# reset_seq

reset_seq/layers.png
Drawn at 4 px/um.
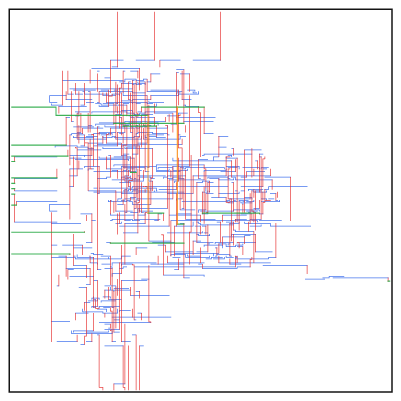

File: config.mk
export PLATFORM = sky130hd
export DESIGN_NAME = reset_seq
export DESIGN_NICKNAME = d
export VERILOG_FILES = /design/src/rtl/reset_seq_pkg.sv /design/src/rtl/sync2.sv /design/src/rtl/reset_seq.sv
export SDC_FILE = /design/constraint.sdc
export NUM_CORES = 1
export LEC_CHECK = 0
export CAP_MARGIN = 15
export CORE_MARGIN = 10
export CORE_UTILIZATION = 30
export DETAILED_ROUTE_END_ITERATION = 7
export RECOVER_POWER = 100
export SETUP_SLACK_MARGIN = 0.02
export SYNTH_ARGS = -nofsm -noshare
export SYNTH_HDL_FRONTEND = slang
export SYNTH_SLANG_ARGS = --single-unit
File: constraint.sdc
create_clock -name clk -period 2.21 [get_ports clk]
set_input_delay 0.442 -clock clk [delete_from_list [all_inputs] [get_ports clk]]
set_output_delay 0.442 -clock clk [all_outputs]
set_load 0.01 [all_outputs]
File: src/rtl/reset_seq_pkg.sv
// Shared types and constants for the staged reset sequencer.
package reset_seq_pkg;

    typedef enum logic [2:0] {
        ST_ASSERT,
        ST_WAIT_LOCK,
        ST_HOLD,
        ST_RELEASE,
        ST_RUN
    } state_t;

    localparam int LOSS_CNT_W = 8;
    localparam logic [LOSS_CNT_W-1:0] LOSS_CNT_MAX = '1;

endpackage

File: src/rtl/sync2.sv
// Two-flop synchroniser with asynchronous active-high clear.
module sync2 (
    input  logic clk,
    input  logic clr,
    input  logic d,
    output logic q
);

    logic meta;

    always_ff @(posedge clk or posedge clr) begin
        if (clr) begin
            meta <= 1'b0;
            q    <= 1'b0;
        end else begin
            meta <= d;
            q    <= meta;
        end
    end

endmodule

File: src/rtl/reset_seq.sv
// Staged reset sequencer: waits for PLL lock, holds, then releases channels
// one at a time in ascending order; supports selective software resets.
module reset_seq
    import reset_seq_pkg::*;
#(
    parameter int NUM_CH         = 4,
    parameter int HOLD_CYCLES    = 1000,
    parameter int STAGGER_CYCLES = 100
) (
    input  logic                  clk,
    input  logic                  reset,
    input  logic                  lock_in,
    input  logic                  sw_req,
    input  logic [NUM_CH-1:0]     ch_mask,
    output logic [NUM_CH-1:0]     reset_n_out,
    output logic                  busy,
    output logic [LOSS_CNT_W-1:0] lock_loss_cnt
);

    localparam int CNT_MAX = (HOLD_CYCLES > STAGGER_CYCLES) ? HOLD_CYCLES : STAGGER_CYCLES;
    localparam int CNT_W   = $clog2(CNT_MAX + 1);
    localparam logic [CNT_W-1:0] HOLD_LAST = CNT_W'(HOLD_CYCLES - 1);
    localparam logic [CNT_W-1:0] STAG_LAST = CNT_W'(STAGGER_CYCLES - 1);

    state_t                  state, state_d;
    logic [CNT_W-1:0]        cnt, cnt_d;
    logic [NUM_CH-1:0]       rst_n_q, rst_n_d;
    logic [NUM_CH-1:0]       pending, pending_d;
    logic [LOSS_CNT_W-1:0]   loss_cnt, loss_cnt_d;
    logic [NUM_CH-1:0]       next_ch;
    logic                    lock_s;

    function automatic logic [NUM_CH-1:0] lowest_one(input logic [NUM_CH-1:0] m);
        logic [NUM_CH-1:0] r;
        logic              found;
        r     = '0;
        found = 1'b0;
        for (int i = 0; i < NUM_CH; i++) begin
            if (m[i] && !found) begin
                r[i]  = 1'b1;
                found = 1'b1;
            end
        end
        return r;
    endfunction

    sync2 u_sync2 (
        .clk (clk),
        .clr (reset),
        .d   (lock_in),
        .q   (lock_s)
    );

    always_ff @(posedge clk or posedge reset) begin
        if (reset) begin
            state    <= ST_ASSERT;
            cnt      <= '0;
            rst_n_q  <= '0;
            pending  <= '1;
            loss_cnt <= '0;
        end else begin
            state    <= state_d;
            cnt      <= cnt_d;
            rst_n_q  <= rst_n_d;
            pending  <= pending_d;
            loss_cnt <= loss_cnt_d;
        end
    end

    // pending holds the targeted channels still waiting for release
    always_comb begin
        state_d    = state;
        cnt_d      = cnt;
        rst_n_d    = rst_n_q;
        pending_d  = pending;
        loss_cnt_d = loss_cnt;
        next_ch    = lowest_one(pending);

        if ((state == ST_HOLD || state == ST_RELEASE || state == ST_RUN) && !lock_s) begin
            // Lock loss wins over everything else, including a coincident sw_req
            state_d   = ST_ASSERT;
            rst_n_d   = '0;
            pending_d = '1;
            cnt_d     = '0;
            if (loss_cnt != LOSS_CNT_MAX) begin
                loss_cnt_d = loss_cnt + LOSS_CNT_W'(1);
            end
        end else begin
            case (state)
                ST_ASSERT: begin
                    rst_n_d = rst_n_q & ~pending;
                    state_d = ST_WAIT_LOCK;
                end
                ST_WAIT_LOCK: begin
                    if (lock_s) begin
                        state_d = ST_HOLD;
                        cnt_d   = '0;
                    end
                end
                ST_HOLD, ST_RELEASE: begin
                    if (cnt == ((state == ST_HOLD) ? HOLD_LAST : STAG_LAST)) begin
                        rst_n_d   = rst_n_q | next_ch;
                        pending_d = pending & ~next_ch;
                        cnt_d     = '0;
                        state_d   = ((pending & ~next_ch) == '0) ? ST_RUN : ST_RELEASE;
                    end else begin
                        cnt_d = cnt + CNT_W'(1);
                    end
                end
                ST_RUN: begin
                    if (sw_req && (ch_mask != '0)) begin
                        rst_n_d   = rst_n_q & ~ch_mask;
                        pending_d = ch_mask;
                        state_d   = ST_ASSERT;
                    end
                end
                default: state_d = ST_ASSERT;
            endcase
        end
    end

    assign reset_n_out   = rst_n_q;
    assign busy          = (state != ST_RUN);
    assign lock_loss_cnt = loss_cnt;

endmodule

# alu_issue_ctrl

## config.mk

```make
export PLATFORM = sky130hd
export DESIGN_NAME = alu_issue_ctrl
export DESIGN_NICKNAME = d
export VERILOG_FILES = /design/src/rtl/alu_issue_ctrl.sv
export SDC_FILE = /design/constraint.sdc
export NUM_CORES = 1
export LEC_CHECK = 0
export ABC_AREA = 1
export CORE_UTILIZATION = 25
export DETAILED_ROUTE_END_ITERATION = 10
export GPL_TIMING_DRIVEN = 0
export PLACE_DENSITY = 0.44
export SLEW_MARGIN = 20
export SYNTH_ARGS = -nofsm -noshare
export SYNTH_HDL_FRONTEND = slang
export SYNTH_SLANG_ARGS = --single-unit
```

## constraint.sdc

```tcl
create_clock -name clk -period 3.3 [get_ports clk]
set_clock_uncertainty 0.2 [all_clocks]
set_input_delay 0.66 -clock clk [delete_from_list [all_inputs] [get_ports clk]]
set_output_delay 0.66 -clock clk [all_outputs]
set_load 0.005 [all_outputs]
```

## src/rtl/alu_issue_ctrl.sv

```systemverilog
// Issue/writeback stage around the combinational 8-bit ALU.
// Purpose: owns R0..R3 and flags {E,P,Z,B,C}. It accepts one instruction
//   over in_valid/in_ready, registers the operands to the ALU, and writes
//   the ALU result back one cycle later. LDI is executed locally.
// Ports:
//   clk, rst_n             clock, synchronous active-low reset
//   in_valid/in_ready      instruction handshake
//   in_opcode/rd/rs/imm    instruction fields
//   alu_a/b/cin/opcode     registered ALU inputs
//   alu_y/cout/borrow/     ALU result and status
//     invalid_op/zero/parity
//   out_valid/out_result   completion pulse and written-back value
//   flags                  {E,P,Z,B,C}
//   dbg_sel/dbg_data       combinational register-file read port
module alu_issue_ctrl #(
    parameter int BUS_WIDTH = 8
) (
    input  logic                 clk,
    input  logic                 rst_n,
    input  logic                 in_valid,
    output logic                 in_ready,
    input  logic [3:0]           in_opcode,
    input  logic [1:0]           in_rd,
    input  logic [1:0]           in_rs,
    input  logic [BUS_WIDTH-1:0] in_imm,
    output logic [BUS_WIDTH-1:0] alu_a,
    output logic [BUS_WIDTH-1:0] alu_b,
    output logic                 alu_cin,
    output logic [3:0]           alu_opcode,
    input  logic [BUS_WIDTH-1:0] alu_y,
    input  logic                 alu_cout,
    input  logic                 alu_borrow,
    input  logic                 alu_invalid_op,
    input  logic                 alu_zero,
    input  logic                 alu_parity,
    output logic                 out_valid,
    output logic [BUS_WIDTH-1:0] out_result,
    output logic [4:0]           flags,
    input  logic [1:0]           dbg_sel,
    output logic [BUS_WIDTH-1:0] dbg_data
);

    typedef enum logic {IDLE, EXEC} state_t;

    localparam int FE = 4;
    localparam int FP = 3;
    localparam int FZ = 2;
    localparam int FB = 1;
    localparam int FC = 0;

    state_t               state_q;
    logic [BUS_WIDTH-1:0] rf_q [4];
    logic [4:0]           flags_q;
    logic [BUS_WIDTH-1:0] alu_a_q;
    logic [BUS_WIDTH-1:0] alu_b_q;
    logic                 alu_cin_q;
    logic [3:0]           alu_opcode_q;
    logic [BUS_WIDTH-1:0] imm_q;
    logic [1:0]           rd_q;
    logic                 ldi_q;
    logic                 out_valid_q;
    logic [BUS_WIDTH-1:0] out_result_q;

    logic                 wb_en_d;
    logic [BUS_WIDTH-1:0] wb_data_d;
    logic [4:0]           flags_d;
    logic                 arith;

    // Opcodes 1..5 are the carry/borrow producing group.
    assign arith = (alu_opcode_q >= 4'd1) && (alu_opcode_q <= 4'd5);

    always_comb begin
        wb_en_d   = 1'b0;
        wb_data_d = '0;
        flags_d   = flags_q;
        if (ldi_q) begin
            wb_en_d     = 1'b1;
            wb_data_d   = imm_q;
            flags_d[FE] = 1'b0;
            flags_d[FP] = ^imm_q;
            flags_d[FZ] = (imm_q == '0);
        end else if (alu_invalid_op) begin
            flags_d[FE] = 1'b1;
        end else begin
            wb_en_d     = 1'b1;
            wb_data_d   = alu_y;
            flags_d[FE] = 1'b0;
            flags_d[FP] = alu_parity;
            flags_d[FZ] = alu_zero;
            if (arith) begin
                flags_d[FB] = alu_borrow;
                flags_d[FC] = alu_cout;
            end
        end
    end

    always_ff @(posedge clk) begin
        if (!rst_n) begin
            state_q      <= IDLE;
            for (int i = 0; i < 4; i++) rf_q[i] <= '0;
            flags_q      <= '0;
            alu_a_q      <= '0;
            alu_b_q      <= '0;
            alu_cin_q    <= 1'b0;
            alu_opcode_q <= '0;
            imm_q        <= '0;
            rd_q         <= '0;
            ldi_q        <= 1'b0;
            out_valid_q  <= 1'b0;
            out_result_q <= '0;
        end else begin
            out_valid_q <= 1'b0;
            unique case (state_q)
                IDLE: begin
                    if (in_valid) begin
                        alu_a_q      <= rf_q[in_rd];
                        alu_b_q      <= rf_q[in_rs];
                        alu_cin_q    <= flags_q[FC];
                        alu_opcode_q <= in_opcode;
                        imm_q        <= in_imm;
                        rd_q         <= in_rd;
                        ldi_q        <= (in_opcode == 4'd0);
                        state_q      <= EXEC;
                    end
                end
                EXEC: begin
                    // Writeback lands with the return to IDLE, so the
                    // next accept already reads the updated register.
                    if (wb_en_d) rf_q[rd_q] <= wb_data_d;
                    out_result_q <= wb_data_d;
                    flags_q      <= flags_d;
                    out_valid_q  <= 1'b1;
                    state_q      <= IDLE;
                end
                default: state_q <= IDLE;
            endcase
        end
    end

    assign in_ready   = (state_q == IDLE) && rst_n;
    assign alu_a      = alu_a_q;
    assign alu_b      = alu_b_q;
    assign alu_cin    = alu_cin_q;
    assign alu_opcode = alu_opcode_q;
    assign out_valid  = out_valid_q;
    assign out_result = out_result_q;
    assign flags      = flags_q;
    assign dbg_data   = rf_q[dbg_sel];

endmodule

```

# store_buffer

[config.mk]
export PLATFORM = sky130hd
export DESIGN_NAME = store_buffer
export DESIGN_NICKNAME = d
export VERILOG_FILES = /design/src/rtl/store_buffer_pkg.sv /design/src/rtl/store_buffer_fwd_select.sv /design/src/rtl/store_buffer.sv
export SDC_FILE = /design/constraint.sdc
export NUM_CORES = 1
export LEC_CHECK = 0
export CAP_MARGIN = 20
export CELL_PAD_IN_SITES_DETAIL_PLACEMENT = 1
export CELL_PAD_IN_SITES_GLOBAL_PLACEMENT = 1
export CORE_UTILIZATION = 50
export DETAILED_ROUTE_END_ITERATION = 6
export PLACE_DENSITY_LB_ADDON = 0.1
export SYNTH_ARGS = -nofsm -noshare
export SYNTH_HDL_FRONTEND = slang
export SYNTH_SLANG_ARGS = --single-unit
[constraint.sdc]
create_clock -name clk_i -period 14.44 [get_ports clk_i]
set_input_delay 1.444 -clock clk_i [delete_from_list [all_inputs] [get_ports clk_i]]
set_output_delay 1.444 -clock clk_i [all_outputs]
set_load 0.01 [all_outputs]
[src/rtl/store_buffer_pkg.sv]
// Shared constants and types for the coalescing store buffer.
// The optional forwarding datapath is selected by STORE_BUFFER_FWD_EN.
package store_buffer_pkg;

  localparam int SB_DEPTH = 4;

  typedef logic [31:0] data_t;

  localparam int SB_NB = $bits(data_t) / 8;

  typedef enum logic {
    SB_RUN   = 1'b0,
    SB_DRAIN = 1'b1
  } sb_state_t;

endpackage

[src/rtl/store_buffer_fwd_select.sv]
// Per-lane youngest-entry byte select over age-ordered store buffer entries.
// Present only when STORE_BUFFER_FWD_EN is defined.
`ifdef STORE_BUFFER_FWD_EN
module sb_fwd_select
  import store_buffer_pkg::*;
#(
  parameter int DEPTH      = SB_DEPTH,
  parameter int DATA_WIDTH = $bits(data_t)
) (
  input  logic [DEPTH-1:0]                 i_match,
  input  logic [DEPTH*(DATA_WIDTH/8)-1:0]  i_strb,
  input  logic [DEPTH*DATA_WIDTH-1:0]      i_data,
  output logic [DATA_WIDTH/8-1:0]          o_covered,
  output logic [DATA_WIDTH-1:0]            o_data
);

  localparam int NB = DATA_WIDTH / 8;

  // Slot 0 is the oldest entry, so later slots overwrite earlier ones per lane.
  always_comb begin
    o_covered = '0;
    o_data    = '0;
    for (int k = 0; k < DEPTH; k++) begin
      for (int b = 0; b < NB; b++) begin
        if (i_match[k] && i_strb[k*NB + b]) begin
          o_covered[b]     = 1'b1;
          o_data[b*8 +: 8] = i_data[k*DATA_WIDTH + b*8 +: 8];
        end
      end
    end
  end

endmodule
`endif

[src/rtl/store_buffer.sv]
// Coalescing in-order store buffer with load lookup and drain/fence handshake.
// Define STORE_BUFFER_FWD_EN to forward buffered bytes; otherwise overlapping loads stall.
module store_buffer
  import store_buffer_pkg::*;
#(
  parameter int DEPTH      = SB_DEPTH,
  parameter int ADDR_WIDTH = 20,
  parameter int DATA_WIDTH = $bits(data_t),
  parameter int MERGE_EN_P = 1
) (
  input  logic                           clk_i,
  input  logic                           rst_i,
  input  logic                           st_valid_i,
  output logic                           st_ready_o,
  input  logic [ADDR_WIDTH-1:0]          st_addr_i,
  input  logic [DATA_WIDTH-1:0]          st_data_i,
  input  logic [DATA_WIDTH/8-1:0]        st_strb_i,
  input  logic                           ld_valid_i,
  input  logic [ADDR_WIDTH-1:0]          ld_addr_i,
  input  logic [DATA_WIDTH/8-1:0]        ld_strb_i,
  output logic                           ld_fwd_hit_o,
  output logic [DATA_WIDTH-1:0]          ld_fwd_data_o,
  output logic                           ld_stall_o,
  output logic                           cache_req_o,
  output logic [ADDR_WIDTH-1:0]          cache_addr_o,
  output logic [DATA_WIDTH-1:0]          cache_wdata_o,
  output logic [DATA_WIDTH/8-1:0]        cache_wstrb_o,
  input  logic                           cache_ready_i,
  input  logic                           drain_i,
  output logic                           drain_done_o,
  output logic [$clog2(DEPTH+1)-1:0]     count_o,
  output logic                           empty_o,
  output logic                           dbg_state_o
);

  localparam int NB  = DATA_WIDTH / 8;
  localparam int OFF = $clog2(NB);
  localparam int WA  = ADDR_WIDTH - OFF;
  localparam int PW  = $clog2(DEPTH);
  localparam int CW  = $clog2(DEPTH + 1);

  typedef struct packed {
    logic [WA-1:0]         addr;
    logic [DATA_WIDTH-1:0] data;
    logic [NB-1:0]         strb;
  } entry_t;

  entry_t           r_mem [DEPTH];
  logic [DEPTH-1:0] r_valid;
  logic [PW-1:0]    r_head;
  logic [PW-1:0]    r_tail;
  logic [CW-1:0]    r_count;
  sb_state_t        r_state;
  sb_state_t        w_state_next;
  logic             r_done;

  logic [WA-1:0]    w_st_word;
  logic [WA-1:0]    w_ld_word;
  logic [PW-1:0]    w_young;
  logic             w_deq;
  logic             w_merge_ok;
  logic             w_enq;
  logic             w_push;
  logic             w_merge;
  logic             w_done_set;
  logic [CW-1:0]    w_count_next;
  logic             w_unused_ok;

  assign w_st_word   = st_addr_i[ADDR_WIDTH-1:OFF];
  assign w_ld_word   = ld_addr_i[ADDR_WIDTH-1:OFF];
  assign w_unused_ok = ^{st_addr_i[OFF-1:0], ld_addr_i[OFF-1:0]};
  assign w_young     = r_tail - PW'(1);

  // Both ports use valid/ready: a transfer happens exactly in a cycle where
  // valid and ready are high together; valid never depends on ready.
  assign cache_req_o = r_valid[r_head];
  assign w_deq       = cache_req_o && cache_ready_i;

  // Never coalesce into the head that the cache is taking this cycle.
  assign w_merge_ok = (MERGE_EN_P != 0) && (r_count != '0) && (st_strb_i != '0) &&
                      (r_mem[w_young].addr == w_st_word) &&
                      !(w_deq && (w_young == r_head));

  assign st_ready_o   = (r_state == SB_RUN) && ((r_count < CW'(DEPTH)) || w_merge_ok);
  assign w_enq        = st_valid_i && st_ready_o;
  assign w_push       = w_enq && !w_merge_ok;
  assign w_merge      = w_enq && w_merge_ok;
  assign w_count_next = r_count + CW'(w_push) - CW'(w_deq);

  always_ff @(posedge clk_i or negedge rst_i) begin
    if (!rst_i) begin
      for (int i = 0; i < DEPTH; i++) r_mem[i] <= '0;
      r_valid <= '0;
      r_head  <= '0;
      r_tail  <= '0;
      r_count <= '0;
    end else begin
      if (w_deq) begin
        r_valid[r_head] <= 1'b0;
        r_head          <= r_head + PW'(1);
      end
      if (w_push) begin
        r_mem[r_tail]   <= '{addr: w_st_word, data: st_data_i, strb: st_strb_i};
        r_valid[r_tail] <= 1'b1;
        r_tail          <= r_tail + PW'(1);
      end
      if (w_merge) begin
        for (int b = 0; b < NB; b++) begin
          if (st_strb_i[b]) r_mem[w_young].data[b*8 +: 8] <= st_data_i[b*8 +: 8];
        end
        r_mem[w_young].strb <= r_mem[w_young].strb | st_strb_i;
      end
      r_count <= w_count_next;
    end
  end

  // The done pulse is registered so it lines up with count_o reading zero.
  always_ff @(posedge clk_i or negedge rst_i) begin
    if (!rst_i) begin
      r_state <= SB_RUN;
      r_done  <= 1'b0;
    end else begin
      r_state <= w_state_next;
      r_done  <= w_done_set;
    end
  end

  always_comb begin
    w_state_next = r_state;
    w_done_set   = 1'b0;
    case (r_state)
      SB_RUN: begin
        if (drain_i) w_state_next = SB_DRAIN;
      end
      SB_DRAIN: begin
        if (w_count_next == '0) begin
          w_state_next = SB_RUN;
          w_done_set   = 1'b1;
        end
      end
      default: w_state_next = SB_RUN;
    endcase
  end

  assign drain_done_o  = r_done;
  assign count_o       = r_count;
  assign empty_o       = (r_count == '0);
  assign dbg_state_o   = (r_state == SB_DRAIN);
  assign cache_addr_o  = cache_req_o ? {r_mem[r_head].addr, {OFF{1'b0}}} : '0;
  assign cache_wdata_o = cache_req_o ? r_mem[r_head].data : '0;
  assign cache_wstrb_o = cache_req_o ? r_mem[r_head].strb : '0;

  // Entries presented oldest-first so the lookup can resolve age per lane.
  logic [DEPTH-1:0]    w_match;
  logic [DEPTH*NB-1:0] w_ostrb;

  for (genvar k = 0; k < DEPTH; k++) begin : g_age
    logic [PW-1:0] w_idx;
    assign w_idx                = r_head + PW'(k);
    assign w_match[k]           = r_valid[w_idx] && (r_mem[w_idx].addr == w_ld_word);
    assign w_ostrb[k*NB +: NB]  = r_mem[w_idx].strb;
  end

`ifdef STORE_BUFFER_FWD_EN
  logic [DEPTH*DATA_WIDTH-1:0] w_odata;
  logic [NB-1:0]               w_sel_cov;
  logic [DATA_WIDTH-1:0]       w_sel_data;
  logic [NB-1:0]               w_cov;
  logic                        w_hit;

  for (genvar k = 0; k < DEPTH; k++) begin : g_age_data
    logic [PW-1:0] w_didx;
    assign w_didx                             = r_head + PW'(k);
    assign w_odata[k*DATA_WIDTH +: DATA_WIDTH] = r_mem[w_didx].data;
  end

  sb_fwd_select #(
    .DEPTH      (DEPTH),
    .DATA_WIDTH (DATA_WIDTH)
  ) u_fwd_select (
    .i_match   (w_match),
    .i_strb    (w_ostrb),
    .i_data    (w_odata),
    .o_covered (w_sel_cov),
    .o_data    (w_sel_data)
  );

  assign w_cov        = w_sel_cov & ld_strb_i;
  assign w_hit        = ld_valid_i && (w_cov == ld_strb_i) && (w_cov != '0);
  assign ld_fwd_hit_o = w_hit;
  assign ld_stall_o   = ld_valid_i && (w_cov != '0) && (w_cov != ld_strb_i);

  always_comb begin
    ld_fwd_data_o = '0;
    for (int b = 0; b < NB; b++) begin
      if (w_hit && w_cov[b]) ld_fwd_data_o[b*8 +: 8] = w_sel_data[b*8 +: 8];
    end
  end
`else
  logic w_overlap;

  always_comb begin
    w_overlap = 1'b0;
    for (int k = 0; k < DEPTH; k++) begin
      if (w_match[k] && ((w_ostrb[k*NB +: NB] & ld_strb_i) != '0)) w_overlap = 1'b1;
    end
  end

  assign ld_fwd_hit_o  = 1'b0;
  assign ld_fwd_data_o = '0;
  assign ld_stall_o    = ld_valid_i && w_overlap;
`endif

endmodule
alu_issue_ctrl/floorplan.png
Drawn at 3 px/um. Pins as bars on the die edge. Tap cells in gray.
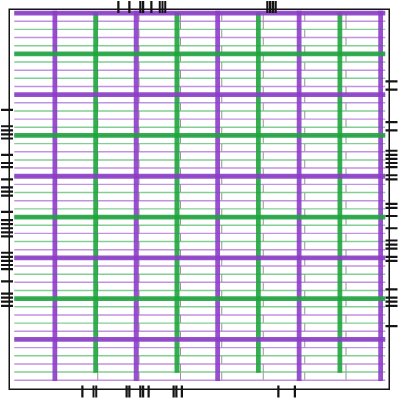
Key: purple = VSS; green = VDD
9 straps on met5. 188 tap cells.
worst vdd ir: 0.2540 mV
Placeable Area: 0.01515 mm^2

==> impl_metrics.json, alu_issue_ctrl <==
{
  "p_comb_share_pct": 15.3,
  "chipArea_mm2": 0.01591,
  "async_flop_share_pct": 0,
  "xor_share_pct": 0,
  "grtUsageMet3_pct": 2.719,
  "edf_count": 32,
  "crit_cells": 5,
  "die_h_um": 126.1,
  "die_w_um": 126.1,
  "crit_path_end_kind": "output pin",
  "port_buffers": 73,
  "timing.fmax_ghz": 0.3157,
  "warnings": 26,
  "cpPeakStageDelay_ns": 0.55,
  "timing.rr.end": "rf_q[2][6]",
  "ff_count": 79,
  "cts_max_level": 3,
  "hold_viol": 0,
  "power-top-group": "registers",
  "biggestCellCategory": "flip-flops and latches",
  "worstPathArrival_ns": 2.31,
  "hold_path.class": "reg2reg",
  "drc": 0,
  "fin_cells": 791,
  "seq_area_mm2": 0.001902,
  "clock_power_share_pct": 39.1,
  "tightest_slew_ns": 0.7909,
  "post_cts_buffers": 0,
  "drive_gt1_share_pct": 6.965,
  "final-nonclk-buf-share_pct": 16.92,
  "ys_types": 25,
  "nMultiInputCombCells": 335,
  "n_tap_cell": 188,
  "powerDensity_mw_per_mm2": 474.8,
  "postCtsResizedCells": 0,
  "post-route-util_pct": 33.65,
  "drt_iter0_drc": 243,
  "crit_type": "in2out",
  "rsz0062_at_grt": "false",
  "fin_crit_sh_pct": 95.98,
  "cts_made_buffers": 9,
  "power.total_uw": 2420,
  "num_rows": 45,
  "place_ws_ns": -0.06429,
  "path_buffers": 3,
  "rr_worst_depth": 4,
  "diodes": 0,
  "flop_cell": "dfxtp_1",
  "status": "complete, no violations",
  "worstSetupStartpointType": "input port",
  "comb_area_share_pct": 30.20,
  "post_drt_via_cell_ratio": 4.403,
  "pg_seq_uw": 1100,
  "postCtsHoldBufs": 0,
  "fa_ha_area_share_pct": 1.299,
  "cp_slowest_cell": "clkdlybuf4s50_1",
  "nClkBuffers": 11
}
==> alu_issue_ctrl: routing by layer <==
| layer | vias to the layer above | part of all wire [%] |
|---|---|---|
| met5 | - | 0 |
| met4 | 0 | 2.0 |
| met1 | 1539 | 50 |
| li1 | 1829 | - |
| met3 | 16 | 4.2 |
| met2 | 99 | 44 |
==> alu_issue_ctrl: registers in the layout, indices dropped and copies added, names as in the netlist <==
name / count
state_q: 1
rf_q: 32
out_result: 8
out_valid: 1
ldi_q: 1
alu_cin: 1
alu_b: 8
flags: 5
alu_opcode: 4
rd_q: 2
alu_a: 8
imm_q: 8
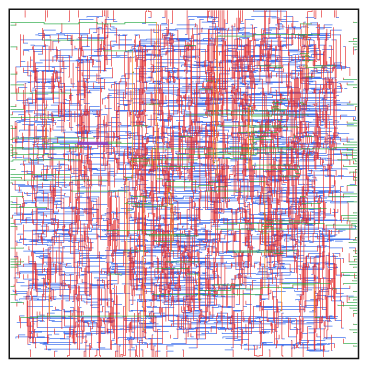
store_buffer/layers.png
Drawn at 2 px/um.
Key: purple = M5 [wire length 13.8 um]; orange = M4 [wire length 679 um]; blue = M1 [wire length 17700 um]; green = M3 [wire length 2300 um]; red = M2 [wire length 19600 um]
WL final: 40.27 mm
DR vias: 10.11k
GRT Total Usage: 27.19%
drt wl/cell: 24.78 um

==> impl_metrics.json, store_buffer <==
{
  "status": "complete, no violations",
  "wl_met2_mm": 19.60,
  "cpPeakStageDelay_ns": 0.65,
  "cp_slowest_cell": "buf_4",
  "rsz0062_at_grt": "false",
  "cts_tree": "done",
  "warnings": 36,
  "drive_gt1_share_pct": 34.25,
  "ys_ff": 229,
  "yosysSeqAreaShare_pct": 38.82,
  "edf_count": 0,
  "n_all_buffers": 161,
  "post_cts_buffers": 0,
  "drt-met1-wl_mm": 17.69,
  "cts_made_buffers": 27,
  "first_pass_iters": 5,
  "netlist_area_mm2": 0.01476,
  "postCtsHoldBufs": 0,
  "grt_pass1_wl_mm": 63.35,
  "common_cells": "dfrtp_1, mux2_2, mux4_2",
  "io_pins": 184,
  "ys_types": 52,
  "netlist_instances": 1105,
  "max-cap-violations": 0,
  "worstSetupStartpointType": "flop",
  "grtUsageMet3_pct": 4.254,
  "n_tap_cell": 384,
  "flop_cell": "dfrtp_1",
  "final_max_slew_viol_count": 0,
  "dpl_cell_area_mm2": 0.01633,
  "min_period_ns": 7.185,
  "vdd_ir_drop_max_mv": 0.1249,
  "crit_path_end_kind": "output pin",
  "final-nonclk-buf-share_pct": 9.239,
  "logic_area_mm2": 0.008489,
  "cts_sinks": 229,
  "nMultiInputCombCells": 787,
  "rr_startpoint": "r_tail[0]",
  "cts_max_level": 1,
  "min_to": "r_mem[74]",
  "top_layer": "met5",
  "grt.overflow.total": 0,
  "fin_cells": 1625,
  "routabilityCongestion": 0.8684,
  "diodes": 0,
  "antenna_left": 0,
  "root_buffer": "clkbuf_16",
  "grt_max_degree": 99,
  "sequentialPowerShare_pct": 30.0,
  "clk_pin_slew_ns": 0.06,
  "worst_hold_path.num_cells": 1,
  "fin_area_mm2": 0.01725,
  "leakagePower_uw": 0.006817,
  "required_ns": 13.00,
  "sw_frac_of_total_pct": 38.27,
  "crit_type": "reg2out",
  "layout_top_cell": "dfrtp_1",
  "crit_cells": 13,
  "area_delta_synth_final_pct": 16.88,
  "chipArea_mm2": 0.03022,
  "fill_cells": 2879,
  "fin_crit_sh_pct": 49.76,
  "synth_top_area_share_pct": 38.82,
  "area_leaders": "dfrtp_1, mux4_2, mux2_2",
  "setup_ws_ns": 7.255,
  "drc": 0,
  "synth_top_cell_by_area": "dfrtp_1",
  "fin_nets": 1317,
  "die_w_um": 173.8,
  "slew_headroom_pct": 36.71
}
-- store_buffer: power groups by stage --
| stage | combinational, uW | clock [uW] | sequential (uW) |
|---|---|---|---|
| floorplan | 1700 | 0 | 1130 |
| global placement | 2230 | 0 | 1240 |
| detailed placement | 2280 | 0 | 1270 |
| CTS | 2300 | 707 | 1270 |
| global route | 2450 | 729 | 1320 |
| finish | 2280 | 691 | 1280 |
-- store_buffer: stage by stage --
stage | utilization, % | power, uW
floorplan | - | 2830
global placement | 56.58 | 3466
detailed placement | 56.58 | 3550
CTS | 59.69 | 4273
global route | 59.79 | 4499
finish | 59.79 | 4252
reset_seq/floorplan.png
Drawn at 4 px/um. Pins as bars on the die edge. Tap cells in gray.
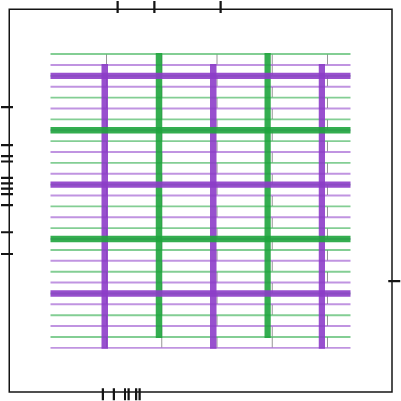
Key: purple = VSS; green = VDD
5 straps on met4. 21 signal pins sit on the boundary. 28 met1 rails follow the rows. 72 tap cells. The core has 27 rows.
Placeable Area: 0.005507 mm^2
die height: 95.34 um
worst vdd ir: 0.6313 mV

About reset_seq/layers.png:
Key: green = M3 [wire length 193 um]; orange = M4 [wire length 53.7 um]; blue = M1 [wire length 1900 um]; red = M2 [wire length 1680 um]
drt wl/cell: 13.69 um
WL final: 3.834 mm
DR vias: 1433
GRT Total Usage: 9.360%

==> impl_metrics.json, reset_seq <==
{
  "status": "complete, no violations",
  "fin_worst_skew_ns": 0.007278,
  "antenna_found_initial": 0,
  "topCombFamilyByArea": "AND-OR/OR-AND gates",
  "cts_sinks": 31,
  "worstSetupStartpointType": "flop",
  "postCtsHoldBufs": 0,
  "place_inst": 272,
  "flop_cell": "dfrtp_1",
  "fill_cells": 574,
  "n_tap_cell": 72,
  "common_cells": "dfrtp_1, nand2_1, a21oi_1",
  "grt_busiest_layer": "met2",
  "drt-met1-wl_mm": 1.903,
  "yosysSeqAreaShare_pct": 45.85,
  "timing.rr.end": "reset_n_out[0]",
  "n_all_buffers": 27,
  "fin_worst_hold_slack_ns": 0.3473,
  "wl_met2_mm": 1.684,
  "logic_area_um2": 875.8,
  "comb_area_share_pct": 41.01,
  "post-route-util_pct": 38.79,
  "seq_area_share_pct": 36.61,
  "fa_ha_area_share_pct": 2.057,
  "clock_power_share_pct": 24.3,
  "ff_count": 31,
  "edf_count": 0,
  "nMultiInputCombCells": 136,
  "ys_types": 54,
  "setup_ws_ns": 0.1076,
  "dpl_cell_area_mm2": 0.002012,
  "yosys.cell_count.top_type": "dfrtp_1",
  "place_ws_ns": 0.1310,
  "xor_share_pct": 3.600,
  "synth_top_area_share_pct": 39.68,
  "crit_path_end_kind": "output pin",
  "async_flop_share_pct": 100.0,
  "fin_crit_sh_pct": 95.13,
  "drive_gt1_share_pct": 13.46,
  "worstPathMaxFanout": 10,
  "rr_startpoint": "cnt[7]",
  "seq_area_um2": 782.0,
  "leakagePower_uw": 0.0009079,
  "critical_path.cell_chain": "nor3b_2 -> inv_2 -> clkdlybuf4s50_1",
  "crit_type": "reg2out",
  "clock_net_power_uw": 581,
  "root_buffer": "clkbuf_8",
  "port_buffers": 20,
  "top_layer": "met4",
  "antenna_left": 0
}
==> reset_seq: cell usage in the layout, fill, tap and decap left out, types with 2 or more instances in the layout <==
cell type	count
dfrtp_1	26
ha_1	2
clkdlybuf4s50_1	6
buf_4	5
o21a_1	2
a22o_1	3
a21oi_1	15
xor2_1	2
and3_1	5
o21ai_0	7
clkbuf_8	6
nand3_1	10
mux2_2	2
nand2_1	21
xnor2_1	5
dlygate4sd3_1	14
mux2i_1	4
o22ai_1	2
o21ai_1	2
inv_1	5
dfstp_2	4
nor3_1	3
clkbuf_2	2
a41oi_1	4
a21o_1	3
a31oi_1	5
nor2_1	13

==> gallery <==
Met3 routing.
shot_01.png
Drawn at 3 px/um. Cells faint in the background.
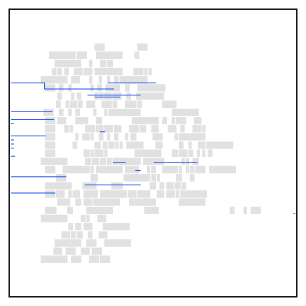
shot_02.png
Drawn at 2 px/um. Cells faint in the background.
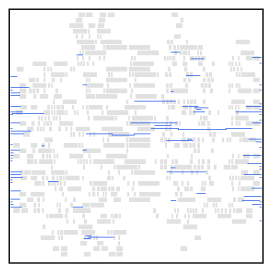
shot_03.png
Drawn at 1.5 px/um. Cells faint in the background.
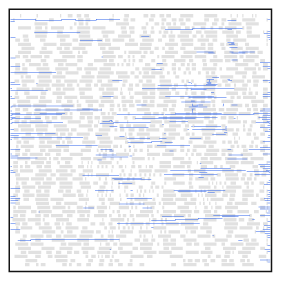
shot_01.png comes from reset_seq.
shot_02.png comes from alu_issue_ctrl.
shot_03.png comes from store_buffer.
The one with the smallest die is shot_01.png.
The one with the largest die is shot_03.png.



==> screenshots <==
Clock wiring as the flow saved it.
panel A
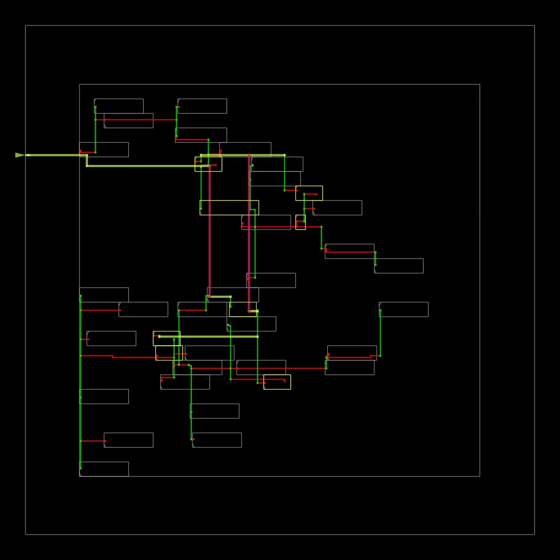
panel B
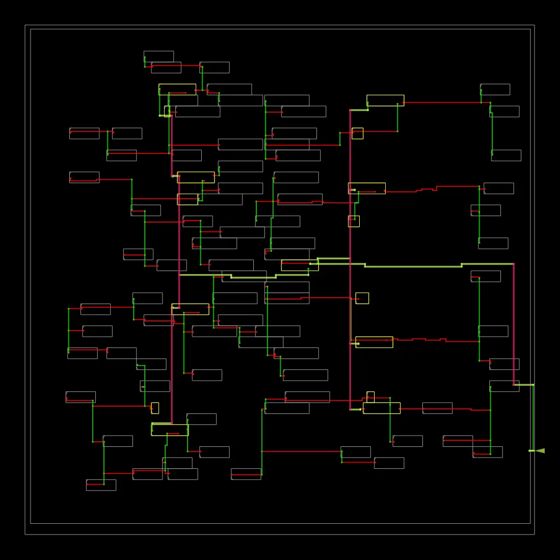
panel C
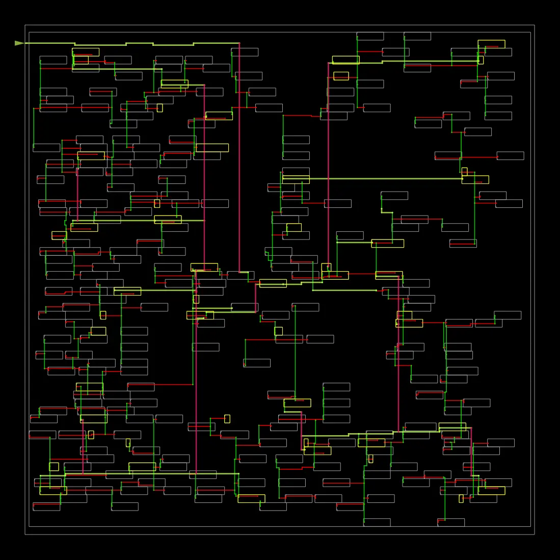
- fewest sequential cells: panel A
- most clock buffers: panel C
alu_issue_ctrl: panel B
store_buffer: panel C
reset_seq: panel A

Power figures rest on the tool's default switching activity, not on a simulated workload.
